=== tdm_mux ===
### config.mk
export PLATFORM = sky130hd
export DESIGN_NAME = tdm_mux
export DESIGN_NICKNAME = d
export VERILOG_FILES = /design/src/rtl/tdm_mux_pkg.sv /design/src/rtl/tdm_mux_ptr.sv /design/src/rtl/tdm_mux.sv
export SDC_FILE = /design/constraint.sdc
export NUM_CORES = 1
export LEC_CHECK = 0
export CORE_UTILIZATION = 32
export DETAILED_ROUTE_END_ITERATION = 10
export PLACE_DENSITY_LB_ADDON = 0.12
export REMOVE_ABC_BUFFERS = 1
export SYNTH_ARGS = -nofsm -noshare
export SYNTH_HDL_FRONTEND = slang
export SYNTH_SLANG_ARGS = --single-unit
### constraint.sdc
create_clock -name clk -period 2.5 [get_ports clk]
set_clock_uncertainty 0.05 [all_clocks]
set_input_delay 0.25 -clock clk [delete_from_list [all_inputs] [get_ports clk]]
set_output_delay 0.25 -clock clk [all_outputs]
set_load 0.1 [all_outputs]
### src/rtl/tdm_mux_pkg.sv
// -----------------------------------------------------------------------------
// tdm_mux_pkg
//
// Shared definitions for the N-channel time-division multiplexer.
//
// Contents:
//   MODE_MANUAL / MODE_SCAN : encodings of the 'mode' input
//   next_idx()              : next channel index with wrap at nch-1 -> 0
// -----------------------------------------------------------------------------
package tdm_mux_pkg;

  localparam logic MODE_MANUAL = 1'b0;
  localparam logic MODE_SCAN   = 1'b1;

  // Round-robin successor of idx in a ring of nch channels. Indices at or
  // beyond the last channel also wrap to 0, so a corrupted pointer recovers.
  function automatic int next_idx(input int idx, input int nch);
    return (idx >= nch - 1) ? 0 : idx + 1;
  endfunction

endpackage

### src/rtl/tdm_mux_ptr.sv
// -----------------------------------------------------------------------------
// tdm_mux_ptr
//
// Round-robin scan pointer for tdm_mux. Holds the pointer register and the
// registered previous mode used to detect entry into scan mode.
//
// Configuration macro: TDM_MUX_SKIP_EN
//   undefined : pointer advances only when its channel transfers a word
//               (strict TDM slotting, the slot waits for its channel)
//   defined   : pointer also steps past an idle channel whenever the output
//               register could have loaded, one channel per cycle
//
// Ports:
//   clk        in  clock, rising edge
//   rst_n      in  synchronous active-low reset
//   mode       in  0 = manual, 1 = scan
//   ld         in  output register is free or draining this cycle
//   cur_valid  in  in_valid of the channel the pointer currently selects
//   ptr        out effective pointer for this cycle (0 on scan entry)
// -----------------------------------------------------------------------------
module tdm_mux_ptr
  import tdm_mux_pkg::*;
#(
  parameter int NCH  = 16,
  parameter int SELW = $clog2(NCH)
) (
  input  logic            clk,
  input  logic            rst_n,
  input  logic            mode,
  input  logic            ld,
  input  logic            cur_valid,
  output logic [SELW-1:0] ptr
);

`ifdef TDM_MUX_SKIP_EN
  localparam logic SKIP_EN = 1'b1;
`else
  localparam logic SKIP_EN = 1'b0;
`endif

  logic [SELW-1:0] ptr_q;
  logic [SELW-1:0] ptr_d;
  logic            mode_q;
  logic            mode_d;
  logic            entry;
  logic [SELW-1:0] base;
  logic            advance;

  // On the first scan cycle after manual mode the pointer restarts at 0 in
  // the same cycle, so the top level already selects channel 0 while the
  // register is being rewritten.
  always_comb begin
    entry = (mode == MODE_SCAN) && (mode_q == MODE_MANUAL);
    base  = entry ? '0 : ptr_q;
    ptr   = base;
  end

  // In scan mode the selected channel is always in range, so a transfer is
  // simply ld with a valid channel. The skip build steps on any ld cycle,
  // which covers both the transfer and the idle-channel case.
  always_comb begin
    ptr_d   = ptr_q;
    mode_d  = mode;
    advance = ld && (cur_valid || SKIP_EN);
    if (mode == MODE_SCAN) begin
      ptr_d = advance ? SELW'(next_idx(int'(base), NCH)) : base;
    end
  end

  always_ff @(posedge clk) begin
    if (!rst_n) begin
      ptr_q  <= '0;
      mode_q <= MODE_MANUAL;
    end else begin
      ptr_q  <= ptr_d;
      mode_q <= mode_d;
    end
  end

endmodule

### src/rtl/tdm_mux.sv
// -----------------------------------------------------------------------------
// tdm_mux
//
// Parametrised N-channel, DW-bit time-division multiplexer with a registered
// output and valid/ready flow control on both sides. In manual mode the
// external select picks the channel; in scan mode an internal round-robin
// pointer (tdm_mux_ptr) does.
//
// Configuration macro: TDM_MUX_SKIP_EN (see tdm_mux_ptr) enables skipping of
// idle channels in scan mode. Manual mode is unaffected by it.
//
// Parameters:
//   NCH   number of input channels (>= 2)
//   DW    data width per channel
//   SELW  width of select / channel index
//
// Ports:
//   clk        in  clock, rising edge
//   rst_n      in  synchronous active-low reset
//   mode       in  0 = manual select, 1 = round-robin scan
//   sel        in  manual channel select (mode = 0 only)
//   in_data    in  packed channel data, channel i at [i*DW +: DW]
//   in_valid   in  per-channel valid
//   in_ready   out per-channel ready, one-hot or zero
//   out_data   out registered selected data
//   out_ch     out channel index of the word in out_data
//   out_valid  out out_data/out_ch hold a word
//   out_ready  in  downstream accepts the word
//   sel_err    out one-cycle pulse: manual sel >= NCH while a load was possible
// -----------------------------------------------------------------------------
module tdm_mux
  import tdm_mux_pkg::*;
#(
  parameter int NCH  = 16,
  parameter int DW   = 8,
  parameter int SELW = $clog2(NCH)
) (
  input  logic              clk,
  input  logic              rst_n,
  input  logic              mode,
  input  logic [SELW-1:0]   sel,
  input  logic [NCH*DW-1:0] in_data,
  input  logic [NCH-1:0]    in_valid,
  output logic [NCH-1:0]    in_ready,
  output logic [DW-1:0]     out_data,
  output logic [SELW-1:0]   out_ch,
  output logic              out_valid,
  input  logic              out_ready,
  output logic              sel_err
);

  logic [DW-1:0]   out_data_q;
  logic [DW-1:0]   out_data_d;
  logic [SELW-1:0] out_ch_q;
  logic [SELW-1:0] out_ch_d;
  logic            out_valid_q;
  logic            out_valid_d;
  logic            sel_err_q;
  logic            sel_err_d;

  logic [SELW-1:0] cur;
  logic [SELW-1:0] cur_ptr;
  logic            cur_ok;
  logic            cur_valid;
  logic [DW-1:0]   cur_data;
  logic            ld;
  logic            xfer;

  tdm_mux_ptr #(
    .NCH  (NCH),
    .SELW (SELW)
  ) u_ptr (
    .clk       (clk),
    .rst_n     (rst_n),
    .mode      (mode),
    .ld        (ld),
    .cur_valid (cur_valid),
    .ptr       (cur_ptr)
  );

  // Channel selection and load enable. A mode change takes effect in the
  // same cycle because cur is purely combinational from mode.
  always_comb begin
    cur = (mode == MODE_SCAN) ? cur_ptr : sel;
    ld  = !out_valid_q || out_ready;
  end

  // An out-of-range index is only reachable when NCH is not a power of two;
  // otherwise every encodable index names a real channel.
  generate
    if (NCH == (1 << SELW)) begin : g_pow2
      assign cur_ok = 1'b1;
    end else begin : g_npow2
      assign cur_ok = (cur < SELW'(NCH));
    end
  endgenerate

  // Explicit compare-and-pick instead of a variable part-select so that an
  // out-of-range index yields zero rather than an undefined slice.
  always_comb begin
    cur_valid = 1'b0;
    cur_data  = '0;
    in_ready  = '0;
    for (int i = 0; i < NCH; i++) begin
      if (cur == SELW'(i)) begin
        cur_valid   = in_valid[i];
        cur_data    = in_data[i*DW +: DW];
        in_ready[i] = rst_n && ld;
      end
    end
  end

  // Output register: load on a transfer, empty on an unused load slot, hold
  // while stalled. Draining and reloading in one cycle keeps full throughput.
  always_comb begin
    xfer        = rst_n && ld && cur_ok && cur_valid;
    sel_err_d   = ld && (mode == MODE_MANUAL) && !cur_ok;
    out_data_d  = out_data_q;
    out_ch_d    = out_ch_q;
    out_valid_d = out_valid_q;
    if (xfer) begin
      out_data_d  = cur_data;
      out_ch_d    = cur;
      out_valid_d = 1'b1;
    end else if (ld) begin
      out_valid_d = 1'b0;
    end
  end

  always_ff @(posedge clk) begin
    if (!rst_n) begin
      out_data_q  <= '0;
      out_ch_q    <= '0;
      out_valid_q <= 1'b0;
      sel_err_q   <= 1'b0;
    end else begin
      out_data_q  <= out_data_d;
      out_ch_q    <= out_ch_d;
      out_valid_q <= out_valid_d;
      sel_err_q   <= sel_err_d;
    end
  end

  assign out_data  = out_data_q;
  assign out_ch    = out_ch_q;
  assign out_valid = out_valid_q;
  assign sel_err   = sel_err_q;

endmodule

=== udp_cmd_rx ===
### src/rtl/udp_cmd_rx_pkg.sv
// udp_cmd_rx_pkg
//   Shared constants for the DM9000A UDP command receive path: port numbers,
//   frame offsets, sync/trailer bytes and result codes. The ACK writer uses the
//   same layout: UDP header at byte 34, payload 55 AA EB 90, 6 x control word, AA 55.
//   Also holds the parser state type and the error-priority helper.
package udp_cmd_rx_pkg;

    localparam logic [15:0] PC_PORT          = 16'h1F90;
    localparam logic [15:0] DM9000A_PORT     = 16'h1F91;

    localparam logic [9:0]  PROTO_OFFSET_DEF = 10'd23;
    localparam logic [9:0]  UDP_OFFSET_DEF   = 10'd34;
    localparam logic [15:0] UDP_LEN_DEF      = 16'd26;

    localparam logic [7:0]  IP_PROTO_UDP     = 8'h11;
    localparam logic [7:0]  SYNC0            = 8'h55;
    localparam logic [7:0]  SYNC1            = 8'hAA;
    localparam logic [7:0]  SYNC2            = 8'hEB;
    localparam logic [7:0]  SYNC3            = 8'h90;
    localparam logic [7:0]  TRAIL0           = 8'hAA;
    localparam logic [7:0]  TRAIL1           = 8'h55;

    localparam logic [2:0]  ERR_NONE         = 3'd0;
    localparam logic [2:0]  ERR_PROTO        = 3'd1;
    localparam logic [2:0]  ERR_PORT         = 3'd2;
    localparam logic [2:0]  ERR_LEN          = 3'd3;
    localparam logic [2:0]  ERR_FRAME        = 3'd4;
    localparam logic [2:0]  ERR_COPY         = 3'd5;

    typedef enum logic [1:0] {
        ST_IDLE,
        ST_READ,
        ST_DRAIN,
        ST_DONE
    } rx_state_e;

    // Lowest non-zero code wins; zero means "no error".
    function automatic logic [2:0] err_merge(input logic [2:0] a, input logic [2:0] b);
        if (a == ERR_NONE)
            return b;
        if (b == ERR_NONE)
            return a;
        return (a < b) ? a : b;
    endfunction

endpackage

### src/rtl/udp_cmd_rx_chk.sv
// udp_cmd_chk
//   Sticky byte-compare and error-priority unit. Follows the RX RAM read port
//   (address + enable), lines each returned byte up with its address and checks
//   it against the fixed command-frame layout. Only the source port, the first
//   control-word copy and the running 3-bit error code are stored.
// Ports:
//   clk, rst_n   clock, synchronous active-low reset
//   clear        restart: drop stored state before a new parse
//   rd_en        RAM read enable as issued this cycle
//   rd_addr      RAM read address as issued this cycle
//   rd_data      RAM read data (belongs to the address issued two edges ago)
//   port         captured UDP source port
//   first_word   captured first control-word copy
//   err          error code including the byte currently on rd_data
module udp_cmd_chk
    import udp_cmd_rx_pkg::*;
#(
    parameter logic [9:0]  PROTO_OFFSET = PROTO_OFFSET_DEF,
    parameter logic [9:0]  UDP_OFFSET   = UDP_OFFSET_DEF,
    parameter logic [15:0] UDP_LEN      = UDP_LEN_DEF,
    parameter logic [15:0] LOCAL_PORT   = DM9000A_PORT
) (
    input  logic        clk,
    input  logic        rst_n,
    input  logic        clear,
    input  logic        rd_en,
    input  logic [9:0]  rd_addr,
    input  logic [7:0]  rd_data,
    output logic [15:0] port,
    output logic [15:0] first_word,
    output logic [2:0]  err
);

    // The RAM latches the address one edge after we issue it, so the byte on
    // rd_data belongs to the address issued one cycle earlier than byte_addr's
    // register update -- i.e. byte_addr below.
    logic       byte_vld;
    logic [9:0] byte_addr;
    logic [9:0] rel;
    logic [2:0] err_q;
    logic [2:0] byte_err;

    assign rel = byte_addr - UDP_OFFSET;

    always_comb begin
        byte_err = ERR_NONE;
        if (byte_vld) begin
            if (byte_addr == PROTO_OFFSET) begin
                if (rd_data != IP_PROTO_UDP) byte_err = ERR_PROTO;
            end else begin
                case (rel)
                    10'd2:  if (rd_data != LOCAL_PORT[15:8]) byte_err = ERR_PORT;
                    10'd3:  if (rd_data != LOCAL_PORT[7:0])  byte_err = ERR_PORT;
                    10'd4:  if (rd_data != UDP_LEN[15:8])    byte_err = ERR_LEN;
                    10'd5:  if (rd_data != UDP_LEN[7:0])     byte_err = ERR_LEN;
                    10'd8:  if (rd_data != SYNC0)            byte_err = ERR_FRAME;
                    10'd9:  if (rd_data != SYNC1)            byte_err = ERR_FRAME;
                    10'd10: if (rd_data != SYNC2)            byte_err = ERR_FRAME;
                    10'd11: if (rd_data != SYNC3)            byte_err = ERR_FRAME;
                    10'd24: if (rd_data != TRAIL0)           byte_err = ERR_FRAME;
                    10'd25: if (rd_data != TRAIL1)           byte_err = ERR_FRAME;
                    default: begin
                        // Copies 2..6: even offsets are high bytes, odd are low.
                        if (rel >= 10'd14 && rel <= 10'd23) begin
                            if (rd_data != (rel[0] ? first_word[7:0] : first_word[15:8]))
                                byte_err = ERR_COPY;
                        end
                    end
                endcase
            end
        end
    end

    assign err = err_merge(err_q, byte_err);

    always_ff @(posedge clk) begin
        if (!rst_n || clear) begin
            byte_vld   <= 1'b0;
            byte_addr  <= '0;
            err_q      <= ERR_NONE;
            port       <= '0;
            first_word <= '0;
        end else begin
            byte_vld  <= rd_en;
            byte_addr <= rd_addr;
            err_q     <= err;
            if (byte_vld) begin
                case (rel)
                    10'd0:   port[15:8]       <= rd_data;
                    10'd1:   port[7:0]        <= rd_data;
                    10'd12:  first_word[15:8] <= rd_data;
                    10'd13:  first_word[7:0]  <= rd_data;
                    default: ;
                endcase
            end
        end
    end

endmodule

### src/rtl/udp_cmd_rx.sv
// udp_cmd_rx
//   Parses one UDP command frame held in the DM9000A RX buffer RAM. Reads the
//   IP protocol byte and the 26-byte UDP datagram back to back, validates it on
//   the fly and, on success, presents the PC source port and control word.
// Ports:
//   iDm9000aClk    clock
//   iRst_n         synchronous active-low reset
//   iRxStart       level: a frame is ready; parse while high
//   q_b            RX RAM read data
//   address_b      RX RAM read address (registered)
//   rden_b         RX RAM read enable (registered)
//   oPort_pc       source port of the last accepted frame
//   oControl_word  control word of the last accepted frame
//   oCmdValid      one-cycle pulse when a frame is accepted
//   oRunEnd        parse finished, held until iRxStart drops
//   oErr           result code while oRunEnd is high (0 = accepted)
module udp_cmd_rx
    import udp_cmd_rx_pkg::*;
#(
    parameter logic [9:0]  PROTO_OFFSET = PROTO_OFFSET_DEF,
    parameter logic [9:0]  UDP_OFFSET   = UDP_OFFSET_DEF,
    parameter logic [15:0] UDP_LEN      = UDP_LEN_DEF,
    parameter logic [15:0] LOCAL_PORT   = DM9000A_PORT
) (
    input  logic        iDm9000aClk,
    input  logic        iRst_n,
    input  logic        iRxStart,
    input  logic [7:0]  q_b,
    output logic [9:0]  address_b,
    output logic        rden_b,
    output logic [15:0] oPort_pc,
    output logic [15:0] oControl_word,
    output logic        oCmdValid,
    output logic        oRunEnd,
    output logic [2:0]  oErr
);

    localparam logic [9:0] LAST_ADDR = UDP_OFFSET + UDP_LEN[9:0] - 10'd1;

    rx_state_e   state;
    logic        chk_clear;
    logic [15:0] chk_port;
    logic [15:0] chk_word;
    logic [2:0]  chk_err;

    assign chk_clear = (state == ST_IDLE) && iRxStart;

    udp_cmd_chk #(
        .PROTO_OFFSET (PROTO_OFFSET),
        .UDP_OFFSET   (UDP_OFFSET),
        .UDP_LEN      (UDP_LEN),
        .LOCAL_PORT   (LOCAL_PORT)
    ) u_chk (
        .clk        (iDm9000aClk),
        .rst_n      (iRst_n),
        .clear      (chk_clear),
        .rd_en      (rden_b),
        .rd_addr    (address_b),
        .rd_data    (q_b),
        .port       (chk_port),
        .first_word (chk_word),
        .err        (chk_err)
    );

    always_ff @(posedge iDm9000aClk) begin
        if (!iRst_n) begin
            state         <= ST_IDLE;
            address_b     <= '0;
            rden_b        <= 1'b0;
            oPort_pc      <= '0;
            oControl_word <= '0;
            oCmdValid     <= 1'b0;
            oRunEnd       <= 1'b0;
            oErr          <= ERR_NONE;
        end else begin
            oCmdValid <= 1'b0;
            case (state)
                ST_IDLE: begin
                    if (iRxStart) begin
                        address_b <= PROTO_OFFSET;
                        rden_b    <= 1'b1;
                        state     <= ST_READ;
                    end
                end
                ST_READ: begin
                    // Protocol byte first, then jump to the UDP header and
                    // stream the datagram contiguously.
                    if (address_b == LAST_ADDR) begin
                        address_b <= '0;
                        rden_b    <= 1'b0;
                        state     <= ST_DRAIN;
                    end else if (address_b == PROTO_OFFSET) begin
                        address_b <= UDP_OFFSET;
                    end else begin
                        address_b <= address_b + 10'd1;
                    end
                end
                ST_DRAIN: begin
                    // The last trailer byte is on q_b now; chk_err already
                    // includes it.
                    oRunEnd <= 1'b1;
                    oErr    <= chk_err;
                    if (chk_err == ERR_NONE) begin
                        oPort_pc      <= chk_port;
                        oControl_word <= chk_word;
                        oCmdValid     <= 1'b1;
                    end
                    state <= ST_DONE;
                end
                ST_DONE: begin
                    if (!iRxStart) begin
                        oRunEnd <= 1'b0;
                        oErr    <= ERR_NONE;
                        state   <= ST_IDLE;
                    end
                end
                default: state <= ST_IDLE;
            endcase
        end
    end

endmodule

### config.mk
export PLATFORM = sky130hd
export DESIGN_NAME = udp_cmd_rx
export DESIGN_NICKNAME = d
export VERILOG_FILES = /design/src/rtl/udp_cmd_rx_pkg.sv /design/src/rtl/udp_cmd_rx_chk.sv /design/src/rtl/udp_cmd_rx.sv
export SDC_FILE = /design/constraint.sdc
export NUM_CORES = 1
export LEC_CHECK = 0
export CAP_MARGIN = 10
export CELL_PAD_IN_SITES_DETAIL_PLACEMENT = 1
export CELL_PAD_IN_SITES_GLOBAL_PLACEMENT = 2
export CORE_MARGIN = 3
export CORE_UTILIZATION = 36
export DETAILED_ROUTE_END_ITERATION = 10
export PLACE_DENSITY_LB_ADDON = 0.05
export REMOVE_ABC_BUFFERS = 1
export SYNTH_ARGS = -nofsm -noshare
export SYNTH_HDL_FRONTEND = slang
export SYNTH_SLANG_ARGS = --single-unit
### constraint.sdc
create_clock -name iDm9000aClk -period 15.9 [get_ports iDm9000aClk]
set_clock_uncertainty 0.2 [all_clocks]
set_input_delay 4.77 -clock iDm9000aClk [delete_from_list [all_inputs] [get_ports iDm9000aClk]]
set_output_delay 4.77 -clock iDm9000aClk [all_outputs]
set_load 0.02 [all_outputs]
=== rv32i_mem_arbiter ===
### src/rtl/rv32i_mem_arbiter.sv
// rv32i_mem_arbiter
// Lets the fetch unit (IF) and the load/store unit (LS) share one single-port
// memory. Only one transaction is outstanding at a time, and each
// transaction has a timeout. The response is steered back to the requester
// that owns the transaction.
//
// Build option: define ARB_ROUND_ROBIN_EN to alternate grants when both
// requesters ask in the same cycle. Without it, LS always wins a contest.
//
// Handshake: a requester holds req (and its fields) until it sees gnt. gnt is
// a one-cycle, combinational pulse issued only in IDLE. mem_req is issued in
// the same cycle as gnt. The owner's rvalid is a one-cycle pulse, raised on
// mem_rvalid or on timeout. A mem_rvalid seen while IDLE is dropped.
module rv32i_mem_arbiter #(
  parameter int ADDR_W  = 32,
  parameter int DATA_W  = 32,
  parameter int TIMEOUT = 16
) (
  input  logic              clk,
  input  logic              rst,
  input  logic              if_req,
  input  logic [ADDR_W-1:0] if_addr,
  output logic              if_gnt,
  output logic              if_rvalid,
  output logic [DATA_W-1:0] if_rdata,
  input  logic              ls_req,
  input  logic              ls_we,
  input  logic [3:0]        ls_be,
  input  logic [ADDR_W-1:0] ls_addr,
  input  logic [DATA_W-1:0] ls_wdata,
  output logic              ls_gnt,
  output logic              ls_rvalid,
  output logic [DATA_W-1:0] ls_rdata,
  output logic              mem_req,
  output logic              mem_we,
  output logic [3:0]        mem_be,
  output logic [ADDR_W-1:0] mem_addr,
  output logic [DATA_W-1:0] mem_wdata,
  input  logic              mem_rvalid,
  input  logic [DATA_W-1:0] mem_rdata,
  output logic              busy,
  output logic              err
);

  localparam int CNT_W = (TIMEOUT > 2) ? $clog2(TIMEOUT) : 1;
  localparam logic [CNT_W-1:0] CNT_LAST = CNT_W'(TIMEOUT - 1);

  typedef enum logic {
    IDLE = 1'b0,
    WAIT = 1'b1
  } state_t;

  state_t           state;
  logic             owner;     // 0 = IF, 1 = LS
  logic [CNT_W-1:0] wait_cnt;

  logic pick_ls;
  logic idle_grant;
  logic done_mem;
  logic timeout;
  logic complete;

`ifdef ARB_ROUND_ROBIN_EN
  logic last_owner;

  // In a contest, the requester that did not win last time wins now.
  always_comb begin
    pick_ls = ls_req & (~if_req | ~last_owner);
  end
`else
  // LS has fixed priority over IF.
  always_comb begin
    pick_ls = ls_req;
  end
`endif

  // Decode the events for this cycle. Every event is gated by reset so that
  // all outputs stay low while rst is asserted.
  always_comb begin
    idle_grant = rst & (state == IDLE) & (if_req | ls_req);
    done_mem   = rst & (state == WAIT) & mem_rvalid;
    timeout    = rst & (state == WAIT) & ~mem_rvalid & (wait_cnt == CNT_LAST);
    complete   = done_mem | timeout;
  end

  // Combinational grant, memory request and response steering.
  always_comb begin
    if_gnt    = idle_grant & ~pick_ls;
    ls_gnt    = idle_grant & pick_ls;
    mem_req   = idle_grant;
    mem_we    = idle_grant & pick_ls & ls_we;
    mem_be    = 4'h0;
    mem_addr  = '0;
    mem_wdata = '0;
    if (idle_grant) begin
      if (pick_ls) begin
        mem_be    = ls_be;
        mem_addr  = ls_addr;
        mem_wdata = ls_wdata;
      end else begin
        mem_be    = 4'hF;
        mem_addr  = if_addr;
      end
    end
    if_rvalid = complete & ~owner;
    ls_rvalid = complete & owner;
    // On a timeout the owner gets rdata = 0, not the memory bus value.
    if_rdata  = (done_mem & ~owner) ? mem_rdata : '0;
    ls_rdata  = (done_mem & owner)  ? mem_rdata : '0;
    busy      = rst & (state == WAIT);
    err       = timeout;
  end

  // Control FSM: IDLE grants and launches a request. WAIT counts cycles until
  // the memory completes or the timeout fires.
  always_ff @(posedge clk) begin
    if (!rst) begin
      state    <= IDLE;
      owner    <= 1'b0;
      wait_cnt <= '0;
`ifdef ARB_ROUND_ROBIN_EN
      last_owner <= 1'b0;
`endif
    end else begin
      case (state)
        IDLE: begin
          if (if_req | ls_req) begin
            state    <= WAIT;
            owner    <= pick_ls;
            wait_cnt <= '0;
`ifdef ARB_ROUND_ROBIN_EN
            last_owner <= pick_ls;
`endif
          end
        end
        WAIT: begin
          if (complete) begin
            state    <= IDLE;
            wait_cnt <= '0;
          end else begin
            wait_cnt <= wait_cnt + 1'b1;
          end
        end
        default: state <= IDLE;
      endcase
    end
  end

endmodule

### config.mk
export PLATFORM = sky130hd
export DESIGN_NAME = rv32i_mem_arbiter
export DESIGN_NICKNAME = d
export VERILOG_FILES = /design/src/rtl/rv32i_mem_arbiter.sv
export SDC_FILE = /design/constraint.sdc
export NUM_CORES = 1
export LEC_CHECK = 0
export ABC_AREA = 1
export CAP_MARGIN = 20
export CORE_AREA = 2 2 107 109
export CTS_CLUSTER_DIAMETER = 40
export DETAILED_ROUTE_END_ITERATION = 10
export DIE_AREA = 0 0 109 111
export SLEW_MARGIN = 10
export SYNTH_ARGS = -nofsm -noshare
export SYNTH_HDL_FRONTEND = slang
export SYNTH_SLANG_ARGS = --single-unit
### constraint.sdc
create_clock -name clk -period 2.35 [get_ports clk]
set_input_delay 0.235 -clock clk [delete_from_list [all_inputs] [get_ports clk]]
set_output_delay 0.235 -clock clk [all_outputs]
set_load 0.01 [all_outputs]
=== fp_div_unit ===
[src/rtl/fp_pkg.sv]
// Shared definitions for the floating-point divider: FSM states, flag bit
// positions and the canonical quiet-NaN pattern.
package fp_pkg;

  typedef enum logic [1:0] {IDLE, ITER, ROUND, DONE} state_t;

  localparam int FLAG_INVALID   = 4;
  localparam int FLAG_DIVZERO   = 3;
  localparam int FLAG_OVERFLOW  = 2;
  localparam int FLAG_UNDERFLOW = 1;
  localparam int FLAG_INEXACT   = 0;

  // {0, all-ones exponent, fraction MSB set, rest zero}, right-aligned in 64 bits.
  function automatic logic [63:0] canon_nan(input int ew, input int mw);
    logic [63:0] v;
    v = '0;
    for (int i = 0; i < ew; i++) v[mw+i] = 1'b1;
    v[mw-1] = 1'b1;
    return v;
  endfunction

endpackage

[src/rtl/fp_unpack.sv]
// Splits one operand into fields and classifies it; exponent zero counts as
// zero, so denormals are flushed.
module fp_unpack #(
  parameter int EW = 8,
  parameter int MW = 23
) (
  input  logic [EW+MW:0] a,
  output logic           sign,
  output logic [EW-1:0]  exponent,
  output logic [MW:0]    sig,
  output logic           is_zero,
  output logic           is_inf,
  output logic           is_nan
);

  logic exp_ones;
  logic frac_nz;

  assign sign     = a[EW+MW];
  assign exponent = a[MW +: EW];
  assign sig      = {1'b1, a[MW-1:0]};
  assign exp_ones = &exponent;
  assign frac_nz  = |a[MW-1:0];
  assign is_zero  = (exponent == '0);
  assign is_inf   = exp_ones & ~frac_nz;
  assign is_nan   = exp_ones & frac_nz;

endmodule

[src/rtl/fp_div_unit.sv]
// Fixed-latency floating-point divider: one restoring quotient bit per cycle,
// then a single round-to-nearest-even step.
module fp_div_unit
  import fp_pkg::*;
#(
  parameter int EW = 8,
  parameter int MW = 23
) (
  input  logic           clk,
  input  logic           rst,
  input  logic           run,
  input  logic [EW+MW:0] x,
  input  logic [EW+MW:0] y,
  output logic           stall,
  output logic [EW+MW:0] z,
  output logic [4:0]     flags
);

  localparam int W    = 1 + EW + MW;
  localparam int N    = MW + 3;
  localparam int BIAS = (1 << (EW - 1)) - 1;
  localparam int CW   = $clog2(N);
  localparam logic [W-1:0]  QNAN  = W'(canon_nan(EW, MW));
  localparam logic [EW+1:0] BIAS_E = (EW+2)'(BIAS);
  localparam logic [EW+1:0] MAX_E  = (EW+2)'((1 << EW) - 1);

  logic          xs, ys, xz, yz, xi, yi, xn, yn;
  logic [EW-1:0] xe, ye;
  logic [MW:0]   xm, ym;

  fp_unpack #(.EW(EW), .MW(MW)) u_unpack_x (
    .a(x), .sign(xs), .exponent(xe), .sig(xm), .is_zero(xz), .is_inf(xi), .is_nan(xn)
  );
  fp_unpack #(.EW(EW), .MW(MW)) u_unpack_y (
    .a(y), .sign(ys), .exponent(ye), .sig(ym), .is_zero(yz), .is_inf(yi), .is_nan(yn)
  );

  state_t        state_reg;
  logic [CW-1:0] cnt_reg;
  logic          sign_reg, xz_reg, yz_reg, xi_reg, yi_reg, xn_reg, yn_reg;
  logic [EW-1:0] xe_reg, ye_reg;
  logic [MW:0]   my_reg;
  logic [MW+1:0] rem_reg;
  logic [N-1:0]  q_reg;
  logic [W-1:0]  z_reg;
  logic [4:0]    flags_reg;

  // Restoring step: remainder stays below 2*divisor, so MW+2 bits suffice.
  logic          ge;
  logic [MW+1:0] diff, rem_next;
  assign ge       = (rem_reg >= {1'b0, my_reg});
  assign diff     = rem_reg - {1'b0, my_reg};
  assign rem_next = ge ? {diff[MW:0], 1'b0} : {rem_reg[MW:0], 1'b0};

  logic          msb, guard, sticky, round_up, carry;
  logic [MW:0]   sig_n;
  logic [MW+1:0] sum;
  logic [MW-1:0] frac;
  logic [EW+1:0] e_calc;
  logic          ovf, unf;

  assign msb      = q_reg[N-1];
  assign sig_n    = msb ? q_reg[N-1 -: MW+1] : q_reg[N-2 -: MW+1];
  assign guard    = msb ? q_reg[1] : q_reg[0];
  assign sticky   = (msb & q_reg[0]) | (|rem_reg);
  assign round_up = guard & (sticky | sig_n[0]);
  assign sum      = {1'b0, sig_n} + {{(MW+1){1'b0}}, round_up};
  assign carry    = sum[MW+1];
  assign frac     = carry ? sum[MW:1] : sum[MW-1:0];
  assign e_calc   = {2'b00, xe_reg} - {2'b00, ye_reg} + BIAS_E
                  - {{(EW+1){1'b0}}, ~msb} + {{(EW+1){1'b0}}, carry};
  assign ovf      = ~e_calc[EW+1] && (e_calc >= MAX_E);
  assign unf      = e_calc[EW+1] || (e_calc == '0);

  logic [W-1:0] z_new;
  logic [4:0]   flags_new;

  always_comb begin
    z_new     = '0;
    flags_new = '0;
    if (xn_reg | yn_reg) begin
      z_new = QNAN;
    end else if ((xz_reg & yz_reg) | (xi_reg & yi_reg)) begin
      z_new = QNAN;
      flags_new[FLAG_INVALID] = 1'b1;
    end else if (xi_reg) begin
      z_new = {sign_reg, {EW{1'b1}}, {MW{1'b0}}};
    end else if (yi_reg) begin
      z_new = {sign_reg, {(EW+MW){1'b0}}};
    end else if (yz_reg) begin
      z_new = {sign_reg, {EW{1'b1}}, {MW{1'b0}}};
      flags_new[FLAG_DIVZERO] = 1'b1;
    end else if (xz_reg) begin
      z_new = {sign_reg, {(EW+MW){1'b0}}};
    end else if (ovf) begin
      z_new = {sign_reg, {EW{1'b1}}, {MW{1'b0}}};
      flags_new[FLAG_OVERFLOW] = 1'b1;
      flags_new[FLAG_INEXACT]  = 1'b1;
    end else if (unf) begin
      z_new = {sign_reg, {(EW+MW){1'b0}}};
      flags_new[FLAG_UNDERFLOW] = 1'b1;
      flags_new[FLAG_INEXACT]   = 1'b1;
    end else begin
      z_new = {sign_reg, e_calc[EW-1:0], frac};
      flags_new[FLAG_INEXACT] = guard | sticky;
    end
  end

  always_ff @(posedge clk) begin
    if (rst) begin
      state_reg <= IDLE;
      z_reg     <= '0;
      flags_reg <= '0;
      cnt_reg   <= '0;
    end else begin
      case (state_reg)
        IDLE: if (run) begin
          sign_reg  <= xs ^ ys;
          xe_reg    <= xe;
          ye_reg    <= ye;
          my_reg    <= ym;
          rem_reg   <= {1'b0, xm};
          q_reg     <= '0;
          xz_reg    <= xz;
          yz_reg    <= yz;
          xi_reg    <= xi;
          yi_reg    <= yi;
          xn_reg    <= xn;
          yn_reg    <= yn;
          cnt_reg   <= '0;
          state_reg <= ITER;
        end
        ITER: if (!run) begin
          state_reg <= IDLE;
        end else begin
          rem_reg <= rem_next;
          q_reg   <= {q_reg[N-2:0], ge};
          if (cnt_reg == CW'(N - 1)) state_reg <= ROUND;
          else                       cnt_reg   <= cnt_reg + 1'b1;
        end
        ROUND: if (!run) begin
          state_reg <= IDLE;
        end else begin
          z_reg     <= z_new;
          flags_reg <= flags_new;
          state_reg <= DONE;
        end
        default: if (!run) state_reg <= IDLE;
      endcase
    end
  end

  assign stall = run & (rst | (state_reg != DONE));
  assign z     = z_reg;
  assign flags = flags_reg;

endmodule

[config.mk]
export PLATFORM = sky130hd
export DESIGN_NAME = fp_div_unit
export DESIGN_NICKNAME = d
export VERILOG_FILES = /design/src/rtl/fp_pkg.sv /design/src/rtl/fp_unpack.sv /design/src/rtl/fp_div_unit.sv
export SDC_FILE = /design/constraint.sdc
export NUM_CORES = 1
export LEC_CHECK = 0
export CAP_MARGIN = 20
export CELL_PAD_IN_SITES_DETAIL_PLACEMENT = 2
export CELL_PAD_IN_SITES_GLOBAL_PLACEMENT = 2
export CORE_AREA = 2 2 166 168
export CTS_BUF_LIST = sky130_fd_sc_hd__clkbuf_2
export DETAILED_ROUTE_END_ITERATION = 10
export DIE_AREA = 0 0 168 170
export PLACE_DENSITY_LB_ADDON = 0.05
export SETUP_SLACK_MARGIN = 0.4
export SYNTH_ARGS = -nofsm -noshare
export SYNTH_HDL_FRONTEND = slang
export SYNTH_SLANG_ARGS = --single-unit
[constraint.sdc]
create_clock -name clk -period 4.92 [get_ports clk]
set_input_delay 0.984 -clock clk [delete_from_list [all_inputs] [get_ports clk]]
set_output_delay 0.984 -clock clk [all_outputs]
set_load 0.01 [all_outputs]
**tdm_mux: placed cells, one colour a class**

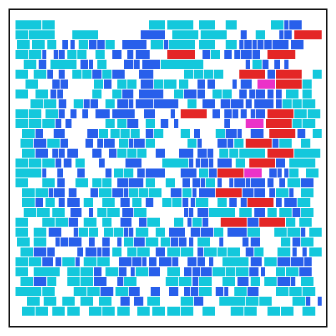
- cyan: other buffers and delay cells (cells 270)
- red: flops (cells 18)
- blue: combinational and other logic (cells 281)
- magenta: clock drivers (cells 3)

==> flow_metrics.py, tdm_mux <==
# Auto-generated metrics
metrics = {
    "power": {
        "switchingPower_uw": 663,
        "total_power_mw": 1.56,
        "power_frac_seq": 0.221,
        "power.internal_uw": 893,
        "combPwrFrac": 0.651,
    },
    "synthesis": {
        "synth.distinct_cells": 64,
        "ys_top_cells_by_area": "dfxtp_1, a222oi_1, nor2_1",
        "synthAoiAreaFrac": 0.471,
        "ys_sh_xor": 0,
        "synthCells": 324,
        "top_cell_area_share": 0.156,
    },
    "critical_path": {
        "worst-r2r-setup-slack_ns": 0.12,
        "cp.buffers_inverters": 2,
        "worstPathRequired_ns": 2.63,
        "startpoint": "mode",
        "crit_fanout": 9,
        "end_kind": "flip-flop",
        "reg2reg_to": "out_data[4]$_SDFFE_PN0P_",
    },
    "floorplan": {
        "core_area_mm2": 0.00691,
        "io_pins": 182,
    },
    "timing": {
        "fmax_mhz": 410,
    },
    "clock_tree": {
        "clockBufferDepth": 2,
        "clockRootBuffer": "clkbuf_8",
    },
    "route": {
        "drc_errors": 0,
        "wl_met1_mm": 4.93,
    },
    "layout": {
        "logic_area_mm2": 0.00192,
        "n_antenna_cell": 0,
        "fillCellCount": 552,
    },
    "run_status": {
        "outcome": "finished, final reports clean",
    },
    "grt": {
        "grt_usage": 0.334,
        "grt_use_met3": 0.0626,
        "grt_util_met2": 0.602,
    },
    "hold_path": {
        "worstHoldPathCells": 2,
    },
    "job": {
        "log.warning_count": 25,
    },
    "placed_design": {
        "dp_worst_setup_slack_ns": -0.503,
    },
}
==> tdm_mux: area by class of cell <==
cell class / instances / share of cell area
Timing Repair Buffer: 270 / 0.520
Multi-Input combinational cell: 279 / 0.375
Sequential cell: 18 / 0.0712
Tap cell: 96 / 0.0235
Clock buffer: 3 / 0.00808
Inverter: 2 / 0.00147
==> tdm_mux: power groups by stage <==
stage | Sequential (mW) | Clock (mW) | Combinational (mW)
floorplan | 0.557 | 0 | 0.261
global placement | 0.348 | 0 | 0.960
detailed placement | 0.348 | 0 | 0.971
CTS | 0.342 | 0.205 | 0.993
global route | 0.347 | 0.207 | 1.06
finish | 0.344 | 0.199 | 1.01
==> tdm_mux: what timing repair did <==
action / CTS / global route
gates cloned: 1 / 0
setup buffers: 1 / 0
gates resized: 17 / 18
setup endpoints to repair: 17 / 16
pin swaps: 4 / 6
==> tdm_mux: registers in the layout, summed over array words and instances (netlist names) <==
| signal | flops |
|---|---|
| out_data | 8 |
| u_ptr.ptr_q | 4 |
| out_ch | 4 |
| u_ptr.mode_q | 1 |
| out_valid | 1 |
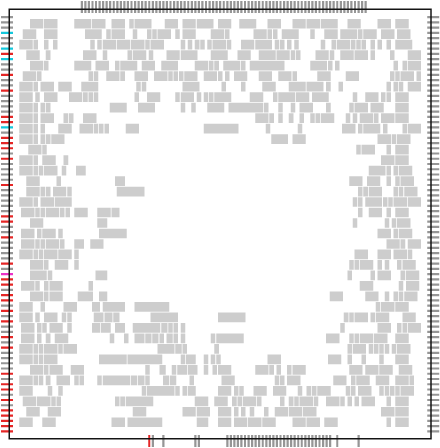
**Above:** rv32i_mem_arbiter (I/O pins on the die edge).
Pins as bars across the die edge, other pins in grey.
- magenta: ls_req (pins 1; direction input; edge left)
- red: ls_wdata (pins 32; direction input; edge 31 left, 1 bottom)
- cyan: mem_be (pins 4; direction output; edge left)
- all pins by edge: 81 top, 80 right, 80 left, 37 bottom

**rv32i_mem_arbiter: congestion heat map**

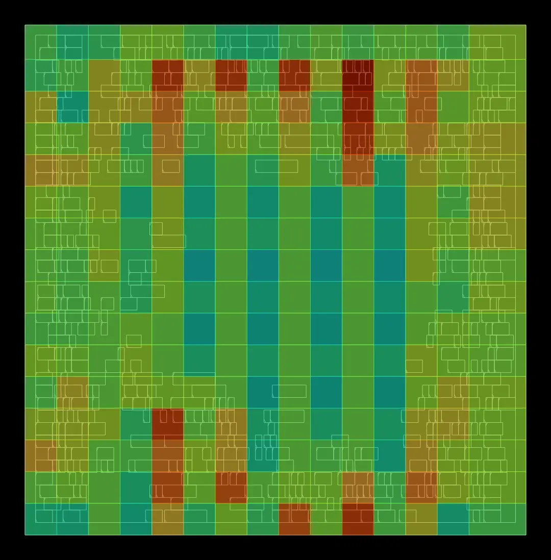
Top Usage Layer GRT: met2
WL per Instance: 12.0 µm
met3 GRT Util: 0.0388

==> flow_metrics.py, rv32i_mem_arbiter <==
# Auto-generated metrics
metrics = {
    "run_status": {
        "outcome": "finished, final reports clean",
    },
    "clock_tree": {
        "cts_buffers": 3,
        "cts_hold_buf": 0,
    },
    "critical_path": {
        "crit_cells": 6,
        "r2r_start": "state$_SDFF_PN0_",
    },
    "placed_design": {
        "place_area_mm2": 0.00446,
    },
    "power": {
        "switching_share": 0.309,
        "powerDensity_mw_per_mm2": 234,
    },
    "grt": {
        "grt_pass1_vias": 2825,
    },
    "layout": {
        "lay_top_cells": "clkdlybuf4s50_1, nand2_1, nor2_1",
        "lay_top_count": "clkdlybuf4s50_1",
        "largest_register_ffs": 4,
    },
    "floorplan": {
        "chipHeight_um": 111,
    },
    "hold_path": {
        "hp-start": "wait_cnt[3]$_SDFFE_PN0P_",
    },
    "timing": {
        "hold_slack_ns": 0.455,
    },
}
==> rv32i_mem_arbiter: cell type report <==
class,instances,area (µm²),area share
multi-input cells,270,1070,0.227
repair buffers,294,3090,0.657
flip-flops and latches,6,120,0.0255
clock buffers,3,75.1,0.0160
well taps,143,179,0.0380
inverters,44,175,0.0372
==> rv32i_mem_arbiter: worst reg2reg max path, stage by stage (launching register included) <==
cell and delay, ns:
dfxtp_1 0.51, nand2_1 0.12, buf_4 0.15, o21bai_1 0.18
buf_4 0.17, nand3_1 0.07, a21oi_1 0.06
==> rv32i_mem_arbiter: stage by stage <==
stage                     utilization  setup TNS [ns]
after floorplan                     -               0
after global placement          0.402           -3.49
after detailed placement        0.402           -5.70
after CTS                       0.409               0
after global routing            0.425               0
final                           0.425               0
==> rv32i_mem_arbiter: kinds of logic (layout without fill, tap and decap cells) <==
group	after synthesis	after routing	synth area share
buffers and inverters	64	341	0.196
and+or+nand+nor	261	261	0.684
adders and majority gates	1	1	0.00850
AOI/OAI and AO/OA	8	8	0.0306
DFF	6	6	0.0816
==> rv32i_mem_arbiter: per-layer routing <==
layer,part of all wire,vias to the layer above
met5,0,-
met4,0.0081,0
met3,0.13,6
met2,0.52,175
met1,0.34,1285
li1,-,1530
**fp_div_unit: placed cells, one colour a class**

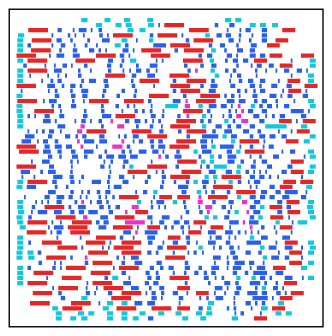
- blue: combinational and other logic (cells 719)
- cyan: other buffers and delay cells (cells 154)
- red: flops (cells 141)
- magenta: clock drivers and dummy loads (cells 32)

==> flow_metrics.py, fp_div_unit <==
# Auto-generated metrics
metrics = {
    "clock_tree": {
        "clockBufferDepth": 2,
        "post_cts_buffers": 20,
        "cts_tree": "yes",
    },
    "route": {
        "vias_per_cell": 5.29,
        "drt-initial-drc-count": 270,
    },
    "timing": {
        "tightestPinTransition_ns": 1.07,
        "drv_slew": 0,
    },
    "synthesis": {
        "yosys_area_mm2": 0.00875,
    },
    "layout": {
        "n_antenna_cell": 1,
        "final-nonclk-buf-share": 0.135,
        "seq_share": 0.345,
        "comb_share": 0.437,
    },
    "critical_path": {
        "startpoint": "q_reg[25]$_SDFFCE_PN0P_",
        "crit_slowest_cell": "or4_4",
    },
    "job": {
        "log.warning_count": 30,
    },
    "run_status": {
        "outcome": "finished, final reports clean",
    },
    "floorplan": {
        "die-area_mm2": 0.0286,
        "io_pins": 105,
        "fp-row-count": 60,
        "nWellTaps": 341,
    },
    "grt": {
        "antenna_found_initial": 1,
    },
    "hold_path": {
        "min_to": "z[18]$_SDFFE_PP0P_",
    },
}
==> fp_div_unit: critical path, delay by kind of cell (launching register included) <==
| kind | cells | cell delay, ns |
|---|---|---|
| mux | 2 | 0.29 |
| simple gates | 9 | 2.34 |
| compound gates | 3 | 0.43 |
| fa+ha+maj | 3 | 0.71 |
| buf+inv | 3 | 0.37 |
| xor+xnor | 1 | 0.10 |
| flops | 1 | 0.51 |
==> fp_div_unit: logic make-up (layout without fill, tap and decap cells) <==
kind of cell    count (synthesis)  after routing  synth area share
buf+inv                        99            250            0.0458
simple gates                  321            323             0.194
mux                            26             26            0.0306
xor+xnor                       64             64            0.0641
fa+ha+maj                      45             45            0.0669
other cells                     0              1                 0
compound gates                197            197             0.165
flops                         141            141             0.434
==> fp_div_unit: routing by layer <==
layer / GRT usage / wire [µm]
met1: 0.254 / 13000
met2: 0.361 / 14100
met3: 0.0249 / 595
met4: 0.0435 / 238
met5: 0 / 0
**udp_cmd_rx: placed cells, one colour a class**

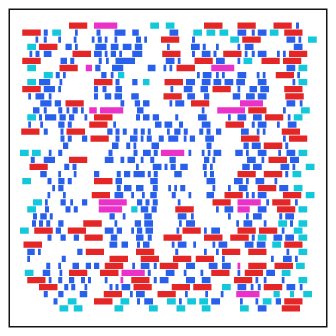
- red: flops (cells 96)
- magenta: clock drivers and dummy loads (cells 16)
- cyan: other buffers and delay cells (cells 62)
- blue: combinational and other logic (cells 433)

==> flow_metrics.py, udp_cmd_rx <==
# Auto-generated metrics
metrics = {
    "power": {
        "pg_seq_uw": 276,
        "power.internal_uw": 469,
        "combPwrFrac": 0.264,
        "top_power_group": "registers",
        "power.leakage_nw": 1.89,
    },
    "critical_path": {
        "worstPathArrival_ns": 9.54,
        "crit_fanout": 33,
        "crit_cells": 15,
        "path_common_cell": "nor2_1",
    },
    "timing": {
        "hold_viol": 0,
        "rsz0062_at_grt": "no",
        "drv_slew": 0,
    },
    "route": {
        "maxUsedRoutingLayer": "met4",
        "wl_met2_mm": 6.34,
        "wirelength_mm": 13.1,
    },
    "synthesis": {
        "top_cell_area_share": 0.399,
        "ys_ff": 96,
        "synthCells": 564,
        "synthTopCellsByCount": "dfxtp_1, nand2_1, mux2i_1",
    },
    "floorplan": {
        "core_area_mm2": 0.0128,
    },
    "grt": {
        "grt_usage": 0.184,
        "grt_use_met3": 0.0302,
    },
    "clock_tree": {
        "cts.clk_slew.worst_paths_ns": 0.07,
    },
    "run_status": {
        "outcome": "finished, final reports clean",
    },
    "layout": {
        "seq_share": 0.332,
    },
}
==> udp_cmd_rx: kinds of logic (layout without fill, tap and decap cells) <==
kind of cell / after synthesis / in the layout / share of synthesized area
flops: 96 / 96 / 0.399
xor+xnor: 15 / 15 / 0.0273
simple gates: 240 / 240 / 0.238
compound gates: 78 / 78 / 0.108
fa+ha+maj: 9 / 9 / 0.0234
buf+inv: 51 / 94 / 0.0473
mux: 75 / 75 / 0.156
==> udp_cmd_rx: worst paths after layout <==
kind,from,to
worst max-delay path,q_b[7],oPort_pc[10]$_SDFFE_PN0P_
worst min-delay path,u_chk.port[5]$_SDFFE_PP0P_,oPort_pc[5]$_SDFFE_PN0P_
worst max register to register,u_chk.byte_addr[1]$_SDFF_PP0_,oPort_pc[10]$_SDFFE_PN0P_
worst min register to register,u_chk.port[5]$_SDFFE_PP0P_,oPort_pc[5]$_SDFFE_PN0P_
==> udp_cmd_rx: stage by stage <==
stage	setup WS (ns)	cell area (µm²)	hold WS [ns]	total power [mW]
final	6.43	5790	0.254	0.699
after global routing	5.98	5790	0.277	0.741
after CTS	6.44	5790	0.261	0.708
after detailed placement	6.09	5460	0.253	0.467
after global placement	6.48	5460	0.242	0.464
after floorplan	6.81	4640	0.237	0.404

==> screenshots <==
Signal wires by layer.
Only two layers are drawn.
panel A
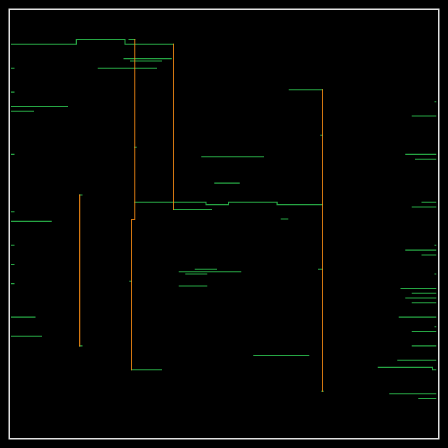
panel B
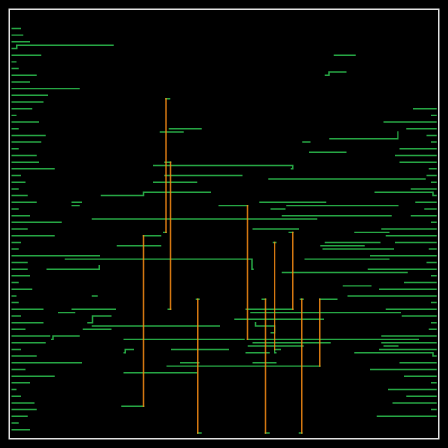
panel C
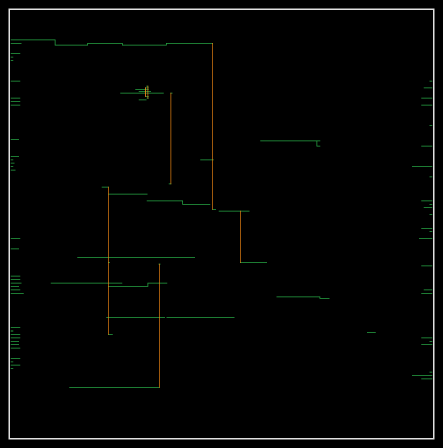
panel D
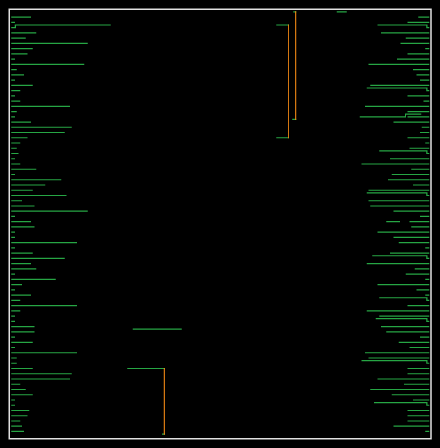
For fp_div_unit, see panel C.
For rv32i_mem_arbiter, see panel D.
For tdm_mux, see panel B.
For udp_cmd_rx, see panel A.
The one with the least wire is panel D.
The one with the most wire is panel C.



==> layout pictures side by side <==
I/O pins on the die edge.
Pins as bars across the die edge, other pins in grey.
image #1
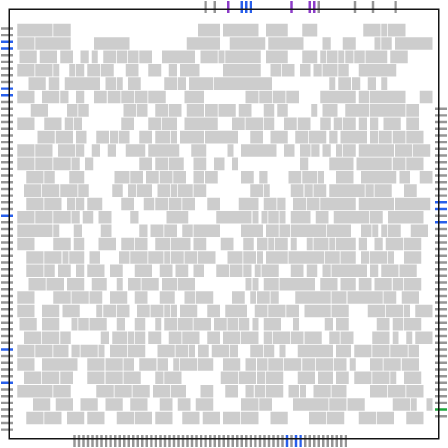
image #2
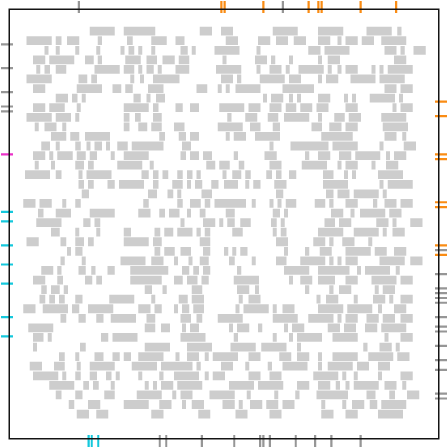
image #3
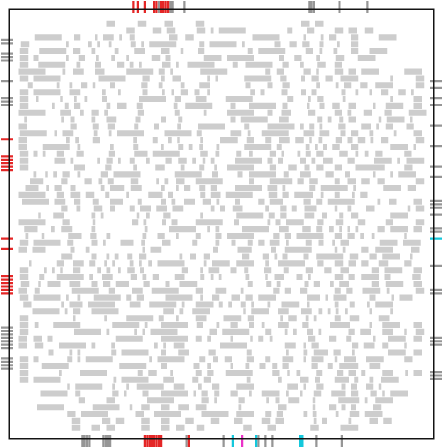
Of these, most pins: image #1
Of these, fewest pins: image #2
Image #1 is tdm_mux.
Image #3 is fp_div_unit.
Image #2 is udp_cmd_rx.

Key to image #3:
- cyan: flags (pins 5; direction output; edge 4 bottom, 1 right)
- red: x (pins 32; direction input; edge 14 left, 9 top, 9 bottom)
- magenta: run (pins 1; direction input; edge bottom)


## Gallery

Congestion heat map.
Plate I
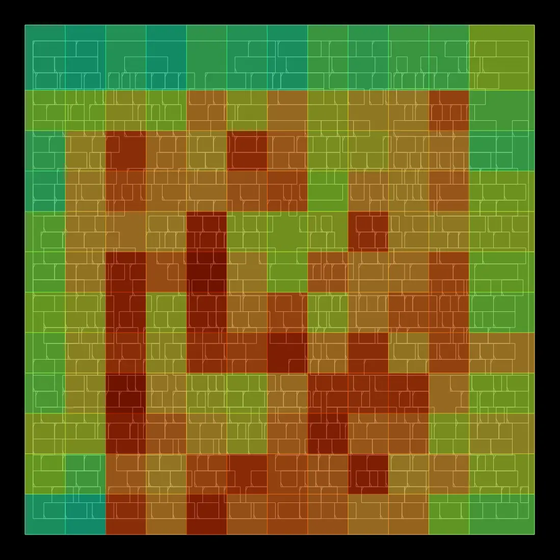
Plate II
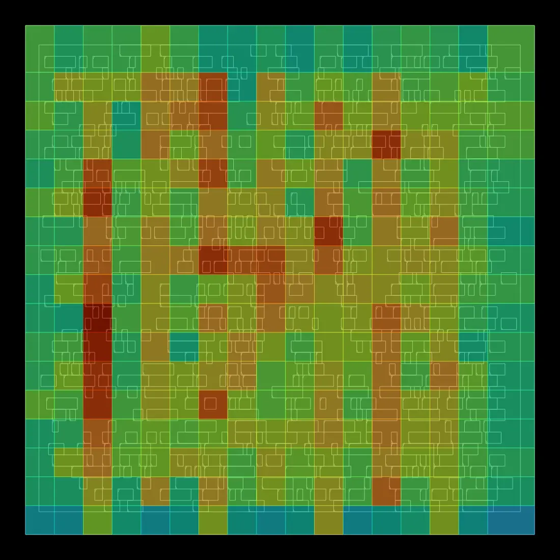
Plate III
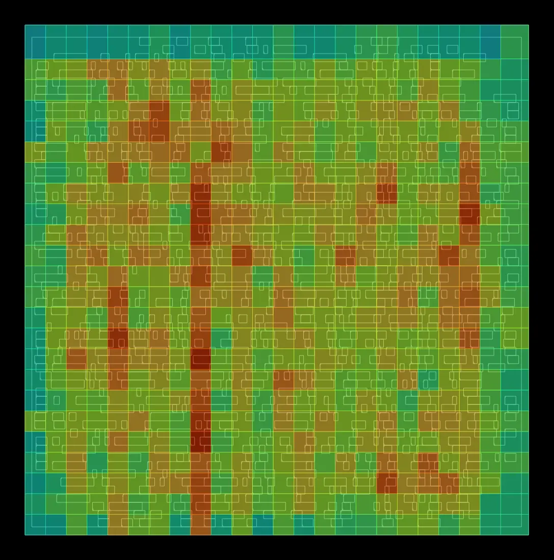
- highest track usage: Plate I
- highest utilization: Plate I
- Plate II = udp_cmd_rx
- Plate I = tdm_mux
- Plate III = fp_div_unit

No activity file was given, so power comes from the tool's default toggle rates.
